==================== block 1
block_1/placed.png
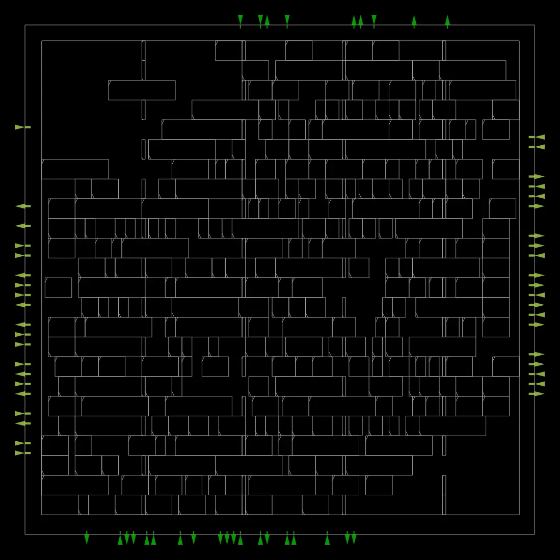

**config.mk**
```make
export PLATFORM = sky130hd
export DESIGN_NAME = mem_load_unit_flat
export DESIGN_NICKNAME = d
export VERILOG_FILES = /design/src/rtl/mem_load_unit.sv /design/src/rtl/mem_load_unit_if.sv /design/src/flat_wrapper.sv
export SDC_FILE = /design/constraint.sdc
export NUM_CORES = 1
export LEC_CHECK = 0
export CORE_MARGIN = 2
export CORE_UTILIZATION = 45
export DETAILED_ROUTE_END_ITERATION = 8
export GPL_TIMING_DRIVEN = 1
export HOLD_SLACK_MARGIN = 0.03
export PLACE_DENSITY = 0.8
export SLEW_MARGIN = 15
export SYNTH_ARGS = -nofsm -noshare
export SYNTH_HDL_FRONTEND = slang
export SYNTH_SLANG_ARGS = --single-unit
export TNS_END_PERCENT = 50
```
**constraint.sdc**
```tcl
create_clock -name clk -period 2.1 [get_ports clk]
set_clock_uncertainty 0.15 [all_clocks]
set_input_delay 0.315 -clock clk [delete_from_list [all_inputs] [get_ports clk]]
set_output_delay 0.315 -clock clk [all_outputs]
set_load 0.01 [all_outputs]
```
**src/rtl/mem_load_unit.sv**
```systemverilog
// mem_load_unit: loads 1 or 2 bytes from byte-wide memory and strobes them into the register file.
// Optional per-byte read timeout with a sticky err flag: define MEM_LOAD_TIMEOUT_EN.

package register_types;
    typedef enum logic [3:0] {NONE, A, B, C, D, E, H, L, M, SP, IP} name;
endpackage

module mem_load_unit #(
    parameter int ADDR_W         = 17,
    parameter int TIMEOUT_CYCLES = 15
) (
    input  logic                clk,
    input  logic                reset,
    input  logic                req,
    input  logic [ADDR_W-1:0]   req_addr,
    input  logic                req_word,
    input  register_types::name req_dest,
    output logic                busy,
    output logic                done,
    mem_load_unit_if.master     mem,
    output register_types::name mem_dest_select,
    output logic [7:0]          mem_dest,
    output logic                mem_dest_hi,
    output logic                err
);
    typedef enum logic [1:0] {IDLE, READ, STROBE} state_t;

    if (TIMEOUT_CYCLES < 1) begin : g_bad_timeout
        $error("mem_load_unit: TIMEOUT_CYCLES must be at least 1");
    end

    state_t              state, state_next;
    logic [ADDR_W-1:0]   addr, addr_next;
    logic                word, word_next;
    logic                phase_hi, phase_hi_next;
    register_types::name dest, dest_next;
    logic [7:0]          data, data_next;
    logic                rd, rd_next;
    logic                busy_next, done_next, strobe_next;
    register_types::name select_next;
    logic [7:0]          mem_dest_next;
    logic                hi_next;

`ifdef MEM_LOAD_TIMEOUT_EN
    localparam int CNT_W = $clog2(TIMEOUT_CYCLES + 1);
    logic [CNT_W-1:0] cnt, cnt_next;
    logic             err_next;
`endif

    // The current address register is the bus address; it is only meaningful while mem_rd=1.
    assign mem.mem_addr = addr;
    assign mem.mem_rd   = rd;

    // NOTE: every variable written here gets a default first so no path leaves it unassigned (no latches).
    always_comb begin
        state_next    = state;
        addr_next     = addr;
        word_next     = word;
        phase_hi_next = phase_hi;
        dest_next     = dest;
        data_next     = data;
`ifdef MEM_LOAD_TIMEOUT_EN
        cnt_next      = cnt;
        err_next      = err;
`endif

        case (state)
            IDLE: begin
                if (req) begin
                    addr_next     = req_addr;
                    word_next     = req_word;
                    dest_next     = req_dest;
                    phase_hi_next = 1'b0;
                    state_next    = READ;
`ifdef MEM_LOAD_TIMEOUT_EN
                    cnt_next      = '0;
`endif
                end
            end
            READ: begin
                if (mem.mem_ready) begin
                    data_next  = mem.mem_rdata;
                    state_next = STROBE;
                end
`ifdef MEM_LOAD_TIMEOUT_EN
                else if (cnt == CNT_W'(TIMEOUT_CYCLES - 1)) begin
                    state_next = IDLE;
                    err_next   = 1'b1;
                end else begin
                    cnt_next = cnt + 1'b1;
                end
`endif
            end
            STROBE: begin
                if (word && !phase_hi) begin
                    addr_next     = addr + 1'b1;
                    phase_hi_next = 1'b1;
                    state_next    = READ;
`ifdef MEM_LOAD_TIMEOUT_EN
                    cnt_next      = '0;
`endif
                end else begin
                    state_next = IDLE;
                end
            end
            default: state_next = IDLE;
        endcase

        // Outputs are decoded from the next state so they register in step with it.
        busy_next     = (state_next != IDLE);
        rd_next       = (state_next == READ);
        strobe_next   = (state_next == STROBE);
        done_next     = strobe_next && !(word_next && !phase_hi_next);
        select_next   = strobe_next ? dest_next : register_types::NONE;
        mem_dest_next = strobe_next ? data_next : 8'h00;
        hi_next       = strobe_next && phase_hi_next;
    end

    // NOTE: sequential state uses non-blocking assignments so every register samples pre-edge values.
    always_ff @(posedge clk or posedge reset) begin
        if (reset) begin
            state           <= IDLE;
            addr            <= '0;
            word            <= 1'b0;
            phase_hi        <= 1'b0;
            dest            <= register_types::NONE;
            data            <= 8'h00;
            rd              <= 1'b0;
            busy            <= 1'b0;
            done            <= 1'b0;
            mem_dest_select <= register_types::NONE;
            mem_dest        <= 8'h00;
            mem_dest_hi     <= 1'b0;
`ifdef MEM_LOAD_TIMEOUT_EN
            cnt             <= '0;
            err             <= 1'b0;
`endif
        end else begin
            state           <= state_next;
            addr            <= addr_next;
            word            <= word_next;
            phase_hi        <= phase_hi_next;
            dest            <= dest_next;
            data            <= data_next;
            rd              <= rd_next;
            busy            <= busy_next;
            done            <= done_next;
            mem_dest_select <= select_next;
            mem_dest        <= mem_dest_next;
            mem_dest_hi     <= hi_next;
`ifdef MEM_LOAD_TIMEOUT_EN
            cnt             <= cnt_next;
            err             <= err_next;
`endif
        end
    end

`ifndef MEM_LOAD_TIMEOUT_EN
    assign err = 1'b0;
`endif

endmodule

```
**src/rtl/mem_load_unit_if.sv**
```systemverilog
// Byte-wide external memory read port used by mem_load_unit.
// The master issues mem_rd/mem_addr and waits for mem_ready.
interface mem_load_unit_if #(
    parameter int ADDR_W = 17
);
    logic [ADDR_W-1:0] mem_addr;
    logic              mem_rd;
    logic [7:0]        mem_rdata;
    logic              mem_ready;

    modport master (
        output mem_addr,
        output mem_rd,
        input  mem_rdata,
        input  mem_ready
    );

    modport slave (
        input  mem_addr,
        input  mem_rd,
        output mem_rdata,
        output mem_ready
    );
endinterface

```
**src/flat_wrapper.sv**
```systemverilog
// flat-port wrapper written by rule: the top's interface ports become plain ports
module mem_load_unit_flat 
#(
    parameter int ADDR_W         = 17,
    parameter int TIMEOUT_CYCLES = 15
)
  (clk, reset, req, req_addr, req_word, req_dest, busy, done, mem_dest_select, mem_dest, mem_dest_hi, err, mem_mem_addr, mem_mem_rd, mem_mem_rdata, mem_mem_ready);
  mem_load_unit_if #(.ADDR_W(ADDR_W)) mem_i ();
  input  logic clk;
  input  logic reset;
  input  logic req;
  input  logic [ADDR_W-1:0] req_addr;
  input  logic req_word;
  input  register_types::name req_dest;
  output logic busy;
  output logic done;
  output register_types::name mem_dest_select;
  output logic [7:0] mem_dest;
  output logic mem_dest_hi;
  output logic err;
  output wire logic [$bits(mem_i.mem_addr)-1:0] mem_mem_addr;
  output wire logic [$bits(mem_i.mem_rd)-1:0] mem_mem_rd;
  input wire logic [$bits(mem_i.mem_rdata)-1:0] mem_mem_rdata;
  input wire logic [$bits(mem_i.mem_ready)-1:0] mem_mem_ready;
  assign mem_mem_addr = mem_i.mem_addr;
  assign mem_mem_rd = mem_i.mem_rd;
  assign mem_i.mem_rdata = mem_mem_rdata;
  assign mem_i.mem_ready = mem_mem_ready;
  mem_load_unit #(.ADDR_W(ADDR_W), .TIMEOUT_CYCLES(TIMEOUT_CYCLES)) u_core (.clk(clk), .reset(reset), .req(req), .req_addr(req_addr), .req_word(req_word), .req_dest(req_dest), .busy(busy), .done(done), .mem(mem_i), .mem_dest_select(mem_dest_select), .mem_dest(mem_dest), .mem_dest_hi(mem_dest_hi), .err(err));
endmodule
```
==================== block 2
===== config.mk =====
export PLATFORM = sky130hd
export DESIGN_NAME = reorder_buffer
export DESIGN_NICKNAME = d
export VERILOG_FILES = /design/src/rtl/rob_pkg.sv /design/src/rtl/rob_ptr_ctrl.sv /design/src/rtl/reorder_buffer.sv
export SDC_FILE = /design/constraint.sdc
export NUM_CORES = 1
export LEC_CHECK = 0
export CAP_MARGIN = 10
export CORE_ASPECT_RATIO = 1.25
export CORE_MARGIN = 2
export CORE_UTILIZATION = 30
export CTS_BUF_LIST = sky130_fd_sc_hd__clkbuf_8
export DETAILED_ROUTE_END_ITERATION = 16
export PLACE_DENSITY_LB_ADDON = 0.08
export REMOVE_ABC_BUFFERS = 1
export SLEW_MARGIN = 20
export SYNTH_ARGS = -nofsm -noshare
export SYNTH_HDL_FRONTEND = slang
export SYNTH_HIERARCHICAL = 1
export SYNTH_SLANG_ARGS = --single-unit

===== constraint.sdc =====
create_clock -name clk -period 10.2 [get_ports clk]
set_input_delay 1.02 -clock clk [delete_from_list [all_inputs] [get_ports clk]]
set_output_delay 1.02 -clock clk [all_outputs]
set_load 0.01 [all_outputs]

===== src/rtl/rob_pkg.sv =====
// Reorder-buffer entry layout and widths shared by rename, issue and the ROB.
// The functions here give one shared definition of what a retiring entry returns to rename.
package rob_pkg;

    localparam int ROB_DEPTH = 16;
    localparam int PREG_W    = 6;
    localparam int PC_W      = 8;

    typedef struct packed {
        logic              valid;
        logic              done;
        logic [PREG_W-1:0] pd;
        logic [PREG_W-1:0] old_pd;
        logic [PC_W-1:0]   pc;
    } rob_entry_t;

    // An instr writing x0 (pd==0), or one whose old mapping is p0, has nothing to give back.
    function automatic logic frees_preg(input rob_entry_t e);
        return (e.pd != '0) && (e.old_pd != '0);
    endfunction

    function automatic logic can_retire(input rob_entry_t e);
        return e.valid & e.done;
    endfunction

endpackage


===== src/rtl/rob_ptr_ctrl.sv =====
// Head/tail/count bookkeeping for the reorder buffer.
// Occupancy is tracked as an explicit count, so full and empty never depend on head/tail equality.
module rob_ptr_ctrl #(
    parameter  int DEPTH = 16,
    localparam int IDX_W = $clog2(DEPTH),
    localparam int CNT_W = IDX_W + 1
) (
    input  logic             clk,
    input  logic             rst_n,
    input  logic             flush,
    input  logic [1:0]       alloc_n,
    input  logic [1:0]       retire_n,
    output logic [IDX_W-1:0] head,
    output logic [IDX_W-1:0] tail,
    output logic             alloc_ready,
    output logic             empty
);

    logic [IDX_W-1:0] head_q, head_d;
    logic [IDX_W-1:0] tail_q, tail_d;
    logic [CNT_W-1:0] count_q, count_d;

    // NOTE: every next-state value is given a default first so no path leaves it unassigned (no latch).
    always_comb begin
        head_d  = head_q + IDX_W'(retire_n);
        tail_d  = tail_q + IDX_W'(alloc_n);
        count_d = count_q + CNT_W'(alloc_n) - CNT_W'(retire_n);
        if (flush) begin
            head_d  = '0;
            tail_d  = '0;
            count_d = '0;
        end
    end

    // NOTE: state is updated with non-blocking assignments so all registers sample pre-edge values.
    always_ff @(posedge clk or negedge rst_n) begin
        if (!rst_n) begin
            head_q  <= '0;
            tail_q  <= '0;
            count_q <= '0;
        end else begin
            head_q  <= head_d;
            tail_q  <= tail_d;
            count_q <= count_d;
        end
    end

    assign head = head_q;
    assign tail = tail_q;

    // Room for a full pair is judged on the registered count; same-cycle retires are not credited.
    assign alloc_ready = (count_q <= CNT_W'(DEPTH - 2));
    assign empty       = (count_q == '0);

endmodule


===== src/rtl/reorder_buffer.sv =====
// 2-wide in-order-retire reorder buffer: allocates renamed instrs at tail, marks them done on
// writeback, and retires up to two done entries per cycle from head with registered outputs.
module reorder_buffer
    import rob_pkg::*;
#(
    parameter  int DEPTH = ROB_DEPTH,
    localparam int IDX_W = $clog2(DEPTH)
) (
    input  logic              clk,
    input  logic              rst_n,
    input  logic              flush,
    output logic              alloc_ready,
    input  logic              alloc1_valid,
    input  logic [PC_W-1:0]   alloc1_pc,
    input  logic [PREG_W-1:0] alloc1_pd,
    input  logic [PREG_W-1:0] alloc1_old_pd,
    output logic [IDX_W-1:0]  alloc1_idx,
    input  logic              alloc2_valid,
    input  logic [PC_W-1:0]   alloc2_pc,
    input  logic [PREG_W-1:0] alloc2_pd,
    input  logic [PREG_W-1:0] alloc2_old_pd,
    output logic [IDX_W-1:0]  alloc2_idx,
    input  logic              comp1_valid,
    input  logic [IDX_W-1:0]  comp1_idx,
    input  logic              comp2_valid,
    input  logic [IDX_W-1:0]  comp2_idx,
    output logic              retire1f,
    output logic [PREG_W-1:0] retire1reg,
    output logic [PC_W-1:0]   retire1_pc,
    output logic              retire2f,
    output logic [PREG_W-1:0] retire2reg,
    output logic [PC_W-1:0]   retire2_pc,
    output logic [1:0]        retire_cnt,
    output logic              empty
);

    localparam logic [IDX_W-1:0] IDX_ONE = IDX_W'(1);

    rob_entry_t       rob_q [DEPTH];
    rob_entry_t       head_e, next_e;
    logic [IDX_W-1:0] head, tail, head_nxt;
    logic             acc1, acc2, ret1, ret2;
    logic [1:0]       alloc_n, retire_n;

    logic              retire1f_q, retire2f_q;
    logic [PREG_W-1:0] retire1reg_q, retire2reg_q;
    logic [PC_W-1:0]   retire1_pc_q, retire2_pc_q;
    logic [1:0]        retire_cnt_q;

    // Slot 2 packs behind slot 1 only when slot 1 actually carries an instr.
    assign alloc1_idx = tail;
    assign alloc2_idx = tail + IDX_W'(alloc1_valid);
    assign acc1       = alloc1_valid & alloc_ready;
    assign acc2       = alloc2_valid & alloc_ready;
    assign alloc_n    = {1'b0, acc1} + {1'b0, acc2};

    assign head_nxt = head + IDX_ONE;
    assign head_e   = rob_q[head];
    assign next_e   = rob_q[head_nxt];
    assign ret1     = can_retire(head_e);
    assign ret2     = ret1 & can_retire(next_e);
    assign retire_n = {1'b0, ret1} + {1'b0, ret2};

    rob_ptr_ctrl #(
        .DEPTH(DEPTH)
    ) u_ptr_ctrl (
        .clk         (clk),
        .rst_n       (rst_n),
        .flush       (flush),
        .alloc_n     (alloc_n),
        .retire_n    (retire_n),
        .head        (head),
        .tail        (tail),
        .alloc_ready (alloc_ready),
        .empty       (empty)
    );

    // NOTE: the whole entry array is reset because valid/done must clear asynchronously; payload
    // fields are cleared with them so retire outputs never expose stale or X data.
    always_ff @(posedge clk or negedge rst_n) begin
        if (!rst_n) begin
            for (int i = 0; i < DEPTH; i++) rob_q[i] <= '0;
        end else if (flush) begin
            for (int i = 0; i < DEPTH; i++) begin
                rob_q[i].valid <= 1'b0;
                rob_q[i].done  <= 1'b0;
            end
        end else begin
            if (comp1_valid && rob_q[comp1_idx].valid) rob_q[comp1_idx].done <= 1'b1;
            if (comp2_valid && rob_q[comp2_idx].valid) rob_q[comp2_idx].done <= 1'b1;
            if (ret1) begin
                rob_q[head].valid <= 1'b0;
                rob_q[head].done  <= 1'b0;
            end
            if (ret2) begin
                rob_q[head_nxt].valid <= 1'b0;
                rob_q[head_nxt].done  <= 1'b0;
            end
            // Later writes win: a fresh allocation always lands as valid and not yet done.
            if (acc1) begin
                rob_q[alloc1_idx] <= '{valid: 1'b1, done: 1'b0, pd: alloc1_pd,
                                       old_pd: alloc1_old_pd, pc: alloc1_pc};
            end
            if (acc2) begin
                rob_q[alloc2_idx] <= '{valid: 1'b1, done: 1'b0, pd: alloc2_pd,
                                       old_pd: alloc2_old_pd, pc: alloc2_pc};
            end
        end
    end

    always_ff @(posedge clk or negedge rst_n) begin
        if (!rst_n) begin
            retire_cnt_q <= '0;
            retire1f_q   <= 1'b0;
            retire1reg_q <= '0;
            retire1_pc_q <= '0;
            retire2f_q   <= 1'b0;
            retire2reg_q <= '0;
            retire2_pc_q <= '0;
        end else if (flush) begin
            retire_cnt_q <= '0;
            retire1f_q   <= 1'b0;
            retire1reg_q <= '0;
            retire1_pc_q <= '0;
            retire2f_q   <= 1'b0;
            retire2reg_q <= '0;
            retire2_pc_q <= '0;
        end else begin
            retire_cnt_q <= retire_n;
            retire1f_q   <= ret1 & frees_preg(head_e);
            retire1reg_q <= ret1 ? head_e.old_pd : '0;
            retire1_pc_q <= ret1 ? head_e.pc : '0;
            retire2f_q   <= ret2 & frees_preg(next_e);
            retire2reg_q <= ret2 ? next_e.old_pd : '0;
            retire2_pc_q <= ret2 ? next_e.pc : '0;
        end
    end

    assign retire_cnt = retire_cnt_q;
    assign retire1f   = retire1f_q;
    assign retire1reg = retire1reg_q;
    assign retire1_pc = retire1_pc_q;
    assign retire2f   = retire2f_q;
    assign retire2reg = retire2reg_q;
    assign retire2_pc = retire2_pc_q;

endmodule


block_1/sizing.png
Scale: 6 px per um.
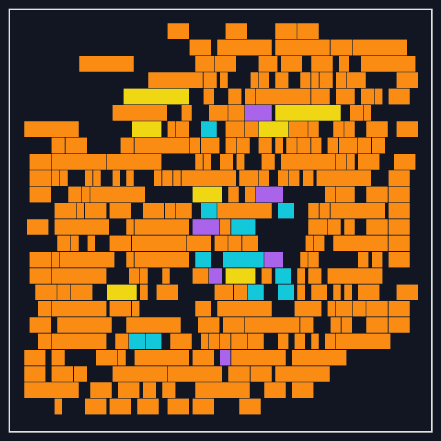
| colour | size | cells |
|---|---|---|
| yellow | x6 and larger | 7 |
| purple | x2 | 6 |
| cyan | x3 and x4 | 11 |
| orange | x1 and smaller | 249 |

About block_1/placed.png:
row count: 24
Core Util, Final: 65.8%
Seq/total area: 36.3%
Flops: 41
Core Footprint: 4290 um2

==> deck_impl_summary.md, block 1 <==
Flow Results at a Glance

Final layout
  • Sequential Area: 1030 um2
  • Inverters, non-clock: 5
  • Mi-comb count: 144
  • MI comb area: 855 um2

Setup path
  • Critical Path Start Type: register
  • Critical Path RT: 2150 ps
  • Slowest Stage Delay on Critical Path: 420 ps
  • Critical Path, Cell by Cell: ha_1 -> nand4_1 -> nor4_2 -> a311oi_1 -> a211oi_1

Run status
  • Status: completed

Drt
  • ANT nets after route: 0
  • Total Wirelength: 4.88 mm

Floorplanning
  • Chip Area: 4920 um2
  • Die height: 70.2 um
  • Die Width: 70.2 um

Global route
  • Met2 usage: 33.9%

Yosys
  • Yosys warning tally: 0
  • Synth area leaders: dfrtp_1 (52%), nand2_1 (5.1%), and2_1 (4.1%)
  • Top cells by count: dfrtp_1 (41), nand2_1 (27)

Job
  • OpenROAD warning count: 26
  • Max Cap Viol: 0

Power
  • Pwr Total: 3.68 mW

Clock network
  • Num CTS Buffers: 5
block 1: power breakdown:
part	switching [mW]	internal [mW]
registers	0.356	1.08
logic	0.703	0.796
clock network	0.275	0.472
block 1: cell usage in the layout (no fill, tap or decap), drive strengths merged, types with 2 or more instances in the layout:
cell type / instances
a311oi: 3
o21ai: 13
nand3: 13
clkdlybuf4s50: 66
clkbuf: 5
a2bb2oi: 4
and4: 3
o22ai: 4
nand2: 28
o211ai: 2
inv: 5
a21oi: 13
and2: 13
a211oi: 2
nor3: 3
bufinv: 2
dfrtp: 41
nand4: 6
nor2: 9
or3: 5
nor4: 2
nor3b: 2
a31oi: 2
a21boi: 2
a22oi: 2
buf: 9
and3: 2
block 1: worst paths after layout:
kind	startpoint	to
setup / recovery	u_core.mem.mem_addr[0]	u_core.mem.mem_addr[16]
hold / removal	reset	u_core.mem_dest[4]
setup reg to reg	u_core.mem.mem_addr[0]	u_core.mem.mem_addr[16]
hold reg to reg	u_core.dest[1]	u_core.dest[1]
max in group asynchronous	reset	u_core.mem.mem_addr[9]
min in group clk	u_core.dest[1]	u_core.dest[1]
block 1: what timing repair did:
item	in CTS	in global routing
endpoints found under the setup margin	0	1
endpoints found under the hold margin	0	0
gates resized	0	1
block_2/m3.png
Scale: 1 px per um.
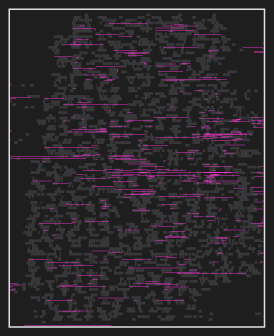
longest straight run: 91.8 um
nets with wire on the layer: 217
wire length on this layer: 4,490 um

==> deck_impl_summary.md, block 2 <==
Flow Results at a Glance

Clock network
  • Clock latency on the worst-skew pair: 680 ps
  • Cells resized by post-CTS repair: 0
  • Root buf cell: clkbuf_8

Final timing
  • Final Max Slew Viols: 0
  • Final hold slack: 413 ps
  • Clock Skew: 23.2 ps
  • Minimum clock period: 5880 ps

Yosys
  • Post-Synthesis Cells: 2,228
  • Yosys stat chip area: 23,400 um2
  • Number of flops mapped to enable cells by yosys: 0
  • Top-area cell share: 42.5%
  • Main flop type: dfrtp_1
  • Simple share: 11.5%
  • Asr flop ratio synth: 100%

Global route
  • Initial antenna violation count: 3
  • Number of global-route vias before repair: 18,954

Drt
  • Drt drc: 0
  • Drt first pass iters: 5
  • Total Wirelength: 90.9 mm

Final layout
  • Top cells excl fill/tap: dfrtp_1 (393), nor2_1 (345), a21oi_1 (333), mux2i_1 (332), mux4_2 (141)
  • Final non-filler cell total: 3,354
  • Final #Nets: 2,339
  • Growth of design area from synthesis to finish: 15.5%
  • Biggest register: rob_q

Power
  • Top Consumer: sequential cells
  • PD cells: 193 nW/um2
  • Maximum VDD drop: 0.0783 mV
  • Comb pwr: 1.45 mW
  • Net switching power figure: 1.79 mW
  • Seq pwr share: 42.5%
  • Pint: 3.42 mW
  • Clk pwr: 1.54 mW
  • Total sequential power: 2.22 mW

Placement
  • RD Place Congestion: 0.897
  • HPWL Detailed: 53.9 mm

Run status
  • Status: completed

Setup path
  • Slowest stage cell, crit path: dfrtp_4
  • Critical Path Most Common Cell: a21oi_1
  • WP buf/inv: 2

Floorplanning
  • Floorplan Utilization: 30.3%

Job
  • OpenROAD warning count: 38

Hold path
  • Worst min path class: in2async
block 2: path summary, 6_finish.rpt:
path                            slack (ps)                     to
worst min-delay path                   410     u_ptr_ctrl/tail[1]
worst max-delay path                  4320  u_ptr_ctrl/count_q[4]
worst max register to register        4320  u_ptr_ctrl/count_q[4]
min in group clk                       490             rob_q[194]
worst min register to register         490             rob_q[194]
max in group asynchronous             8220             rob_q[115]
block 2: area by class of cell:
class	count	area [um2]	area share (%)
Tap cell	1044	1310	4.84
Inverter	23	86.3	0.320
Timing Repair Buffer	148	1390	5.14
Antenna cell	1	2.50	0.00927
Clock inverter	40	199	0.737
Multi-Input combinational cell	1612	12900	47.6
Sequential cell	397	9940	36.8
Clock buffer	89	1220	4.54
block 2: routing by layer:
layer	track usage (%)	vias to the layer above	share of wire [%]
met3	3.09	143	4.9
met4	9.28	4	3.7
met1	30.4	9486	43
met2	37.8	614	48
met5	0	-	0.026
li1	-	8186	-
block 2: through the flow:
stage          total power [mW]  area (um2)
2_1_floorplan              3.11       22500
6_report                   5.21       27000
3_5_place_dp               3.69       25600
4_1_cts                    5.27       27000
3_3_place_gp               3.65       25600
5_1_grt                    5.53       27000

==> gallery <==
Sequential cells coloured by netlist name.
panel A
Scale: 6 px per um. Other sequential cells in the stronger grey, the rest of the logic in the fainter grey.
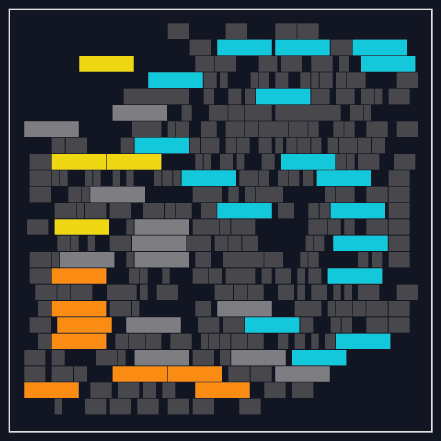
panel B
Scale: 1 px per um. Other sequential cells in the stronger grey, the rest of the logic in the fainter grey.
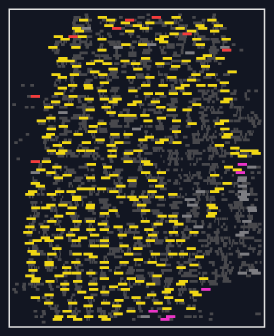
| from | picture |
|---|---|
| block 1 | panel A |
| block 2 | panel B |


==================== block 3
`src/rtl/debouncer_pkg.sv`:
```
// Shared types and helpers for the debouncer block.
package debouncer_pkg;

  // Debounce FSM states: settled low, qualifying a rise, settled high,
  // qualifying a fall.
  typedef enum logic [1:0] {
    LOW     = 2'd0,
    RISING  = 2'd1,
    HIGH    = 2'd2,
    FALLING = 2'd3
  } state_t;

  // Width of a counter that must be able to hold the value n.
  function automatic int stab_width(input int n);
    return (n < 1) ? 1 : $clog2(n + 1);
  endfunction

endpackage

```
`src/rtl/sat_counter.sv`:
```
// Saturating event counter with a synchronous clear that never drops a
// coincident increment.
module sat_counter #(
  parameter int W = 8
) (
  input  logic         clk,
  input  logic         reset,
  input  logic         clr,
  input  logic         inc,
  output logic [W-1:0] q
);

  localparam logic [W-1:0] MAX = '1;

  // Clear wins over counting, but an increment on the clearing edge still
  // lands as a count of one; otherwise count up and stick at the maximum.
  always_ff @(posedge clk) begin
    if (reset) begin
      q <= '0;
    end else if (clr) begin
      q <= inc ? W'(1) : '0;
    end else if (inc && (q != MAX)) begin
      q <= q + W'(1);
    end
  end

endmodule

```
`src/rtl/debouncer.sv`:
```
// Debounces a synchronized level input: y follows x only after x has held
// a new level for STABLE_CYCLES consecutive samples. Emits registered
// one-cycle rise/fall pulses and keeps a saturating count of rises.
module debouncer
  import debouncer_pkg::*;
#(
  parameter int STABLE_CYCLES = 4,
  parameter int COUNT_W       = 8
) (
  input  logic               clk,
  input  logic               reset,
  input  logic               x,
  input  logic               clr_count,
  output logic               y,
  output logic               rise,
  output logic               fall,
  output logic [COUNT_W-1:0] edge_count
);

  localparam int CW = stab_width(STABLE_CYCLES);
  localparam logic [CW-1:0] TARGET = CW'(STABLE_CYCLES);
  localparam logic [CW-1:0] ONE    = CW'(1);

  state_t        state, state_n;
  logic [CW-1:0] cnt, cnt_n, cnt_inc;
  logic          y_n, rise_n, fall_n;

  assign cnt_inc = cnt + ONE;

  // Next-state logic: count consecutive samples of the opposite level and
  // commit the new level on the sample that completes the run. A single
  // disagreeing sample drops the candidate and clears the count.
  always_comb begin
    state_n = state;
    cnt_n   = cnt;
    y_n     = y;
    rise_n  = 1'b0;
    fall_n  = 1'b0;
    case (state)
      LOW: begin
        if (x) begin
          if (TARGET == ONE) begin
            state_n = HIGH;
            cnt_n   = '0;
            y_n     = 1'b1;
            rise_n  = 1'b1;
          end else begin
            state_n = RISING;
            cnt_n   = ONE;
          end
        end
      end
      RISING: begin
        if (!x) begin
          state_n = LOW;
          cnt_n   = '0;
        end else if (cnt_inc == TARGET) begin
          state_n = HIGH;
          cnt_n   = '0;
          y_n     = 1'b1;
          rise_n  = 1'b1;
        end else begin
          cnt_n = cnt_inc;
        end
      end
      HIGH: begin
        if (!x) begin
          if (TARGET == ONE) begin
            state_n = LOW;
            cnt_n   = '0;
            y_n     = 1'b0;
            fall_n  = 1'b1;
          end else begin
            state_n = FALLING;
            cnt_n   = ONE;
          end
        end
      end
      FALLING: begin
        if (x) begin
          state_n = HIGH;
          cnt_n   = '0;
        end else if (cnt_inc == TARGET) begin
          state_n = LOW;
          cnt_n   = '0;
          y_n     = 1'b0;
          fall_n  = 1'b1;
        end else begin
          cnt_n = cnt_inc;
        end
      end
      default: begin
        state_n = LOW;
        cnt_n   = '0;
        y_n     = 1'b0;
      end
    endcase
  end

  // State, stability count and all outputs are registered so nothing on x
  // reaches an output without passing a flop.
  always_ff @(posedge clk) begin
    if (reset) begin
      state <= LOW;
      cnt   <= '0;
      y     <= 1'b0;
      rise  <= 1'b0;
      fall  <= 1'b0;
    end else begin
      state <= state_n;
      cnt   <= cnt_n;
      y     <= y_n;
      rise  <= rise_n;
      fall  <= fall_n;
    end
  end

  sat_counter #(
    .W(COUNT_W)
  ) u_edge_counter (
    .clk  (clk),
    .reset(reset),
    .clr  (clr_count),
    .inc  (rise_n),
    .q    (edge_count)
  );

endmodule
```
`config.mk`:
```
export PLATFORM = sky130hd
export DESIGN_NAME = debouncer
export DESIGN_NICKNAME = d
export VERILOG_FILES = /design/src/rtl/debouncer_pkg.sv /design/src/rtl/sat_counter.sv /design/src/rtl/debouncer.sv
export SDC_FILE = /design/constraint.sdc
export NUM_CORES = 1
export LEC_CHECK = 0
export ABC_AREA = 1
export CORE_ASPECT_RATIO = 0.5
export CORE_MARGIN = 10
export CORE_UTILIZATION = 24
export CTS_CLUSTER_SIZE = 12
export DETAILED_ROUTE_END_ITERATION = 8
export SLEW_MARGIN = 0
export SYNTH_ARGS = -nofsm -noshare
export SYNTH_HDL_FRONTEND = slang
export SYNTH_HIERARCHICAL = 1
export SYNTH_SLANG_ARGS = --single-unit
```
`constraint.sdc`:
```
create_clock -name clk -period 1.9 [get_ports clk]
set_input_delay 0.19 -clock clk [delete_from_list [all_inputs] [get_ports clk]]
set_output_delay 0.19 -clock clk [all_outputs]
set_load 0.1 [all_outputs]
```
==> deck_impl_summary.md <==
Flow Results at a Glance

Run status
  • Status: completed

Final layout
  • Seq/total area: 28.5%
  • Inverters, non-clock: 21
  • Sequential Area: 323 um2
  • Growth of design area from synthesis to finish: 27.1%
  • Clock Buffer Count: 4
  • Clock buf/inv share: 4.86%
  • Non-CTS buffers: 15

Power
  • Pwr Total: 728 uW
  • Seq pwr share: 48.1%
  • Switching part of the total power: 24.6%
  • Pint: 549 uW
  • Total sequential power: 350 uW

Setup path
  • Critical Path, Cell by Cell: ha_1 -> inv_1 -> nand2_2 -> nand3_4 -> nor2_4 -> nand2_4 -> nand2_2 -> nand2_1 -> a21oi_1
  • R2R depth: 9
  • Stages on worst setup path: 9
  • Setup CP Type: reg2reg
  • WP buf/inv: 1
  • Critical Path Start Type: register
  • Critical Path RT: 2080 ps
  • R2r startpoint: cnt[0]

Yosys
  • Mapped Area: 892 um2
  • Synth flops: 16
  • Synth logic family: simple AND/OR/NAND/NOR gates
  • Synth mux share: 0%
  • Synthesized Nets: 136

Clock network
  • CTS Buffer Depth: 2

Drt
  • WL/cell: 9.94 um
  • ANT nets after route: 0
  • Via-to-Cell Ratio: 4.24

Placement
  • Placement-stage cell area: 1080 um2
  • HPWL Detailed: 1.57 mm

Floorplanning
  • Row count: 15

Final timing
  • Crit share post-route: 80.1%

Hold path
  • Hold path startpoint: u_edge_counter/q[6]
## worst register-to-register path, delay by kind of cell (launching register included)
kind | cells | cell delay, ps
AND/OR/NAND/NOR | 6 | 680
flip-flops | 1 | 370
adder cells (fa/ha/maj) | 1 | 210
AND-OR/OR-AND | 1 | 130
buffers and inverters | 1 | 70
## synthesized netlist by cell type
cell type	n	share of area [%]
ha_1	3	4.2
inv_2	1	0.42
o21ai_1	1	0.56
inv_1	19	8.0
nand3_1	10	5.6
and3_2	1	0.84
o21ai_0	3	1.7
nand2_1	29	12
nand3b_1	2	1.7
nand2_4	2	2.5
nor2_2	1	0.70
dfxtp_1	16	36
nand3_4	1	2.0
clkinv_2	1	0.56
a21oi_1	7	3.9
nor2_4	2	2.5
a21oi_2	1	0.98
nor3_1	1	0.56
nor2_1	16	6.7
nand4_1	5	3.5
nand2_2	7	4.9
## per-layer routing
metal / global-route usage, % / wire length (um) / up-vias
li1: - / - / 445
met1: 7.14 / 970 / 381
met2: 9.59 / 890 / 13
met3: 2.43 / 61 / 4
met4: 4.53 / 57 / 0
met5: 0 / 0 / -
## sequential cells by signal (all words and copies together) (netlist names), named ones only
register / count
cnt: 3
fall: 1
rise: 1
state: 1
u_edge_counter/q: 8
y: 1
block_3/m3.png
Scale: 3 px per um.
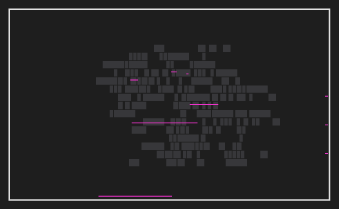
wire length on this layer: 61.2 um
share of all routed wire: 3.1%
main direction: horizontal



## Gallery

Placement by cell class.
(a)
Scale: 1.5 px per um.
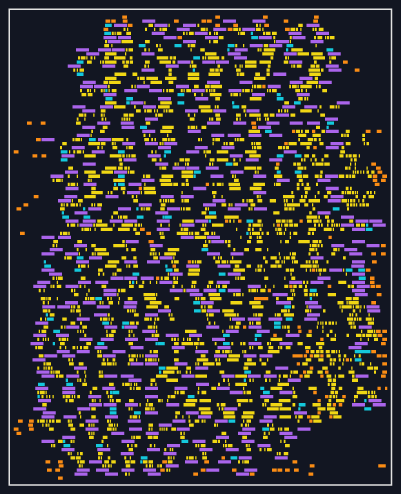
(b)
Scale: 6 px per um.
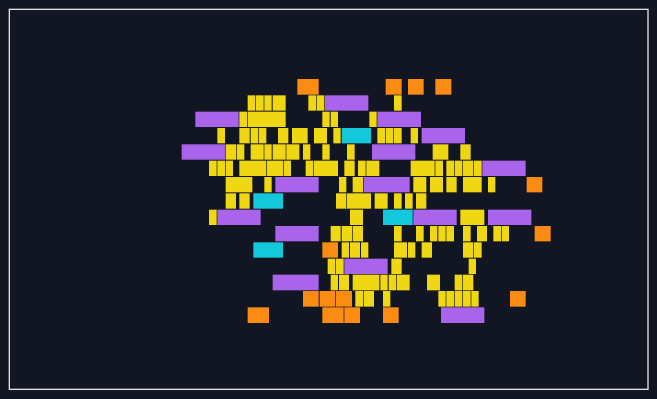
(c)
Scale: 6 px per um.
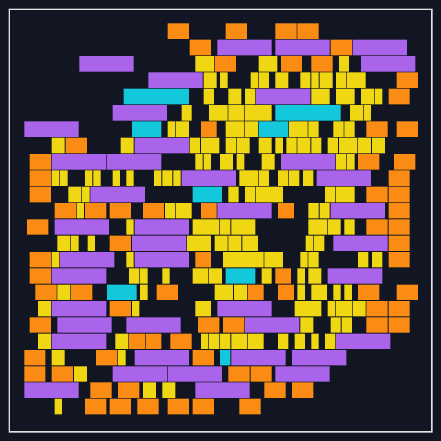
(a) -> block 2
(b) -> block 3
(c) -> block 1
The one with the most sequential cells is (a).
The one with the highest utilization is (c).

Power figures rest on the tool's default switching activity, not on a simulated workload.
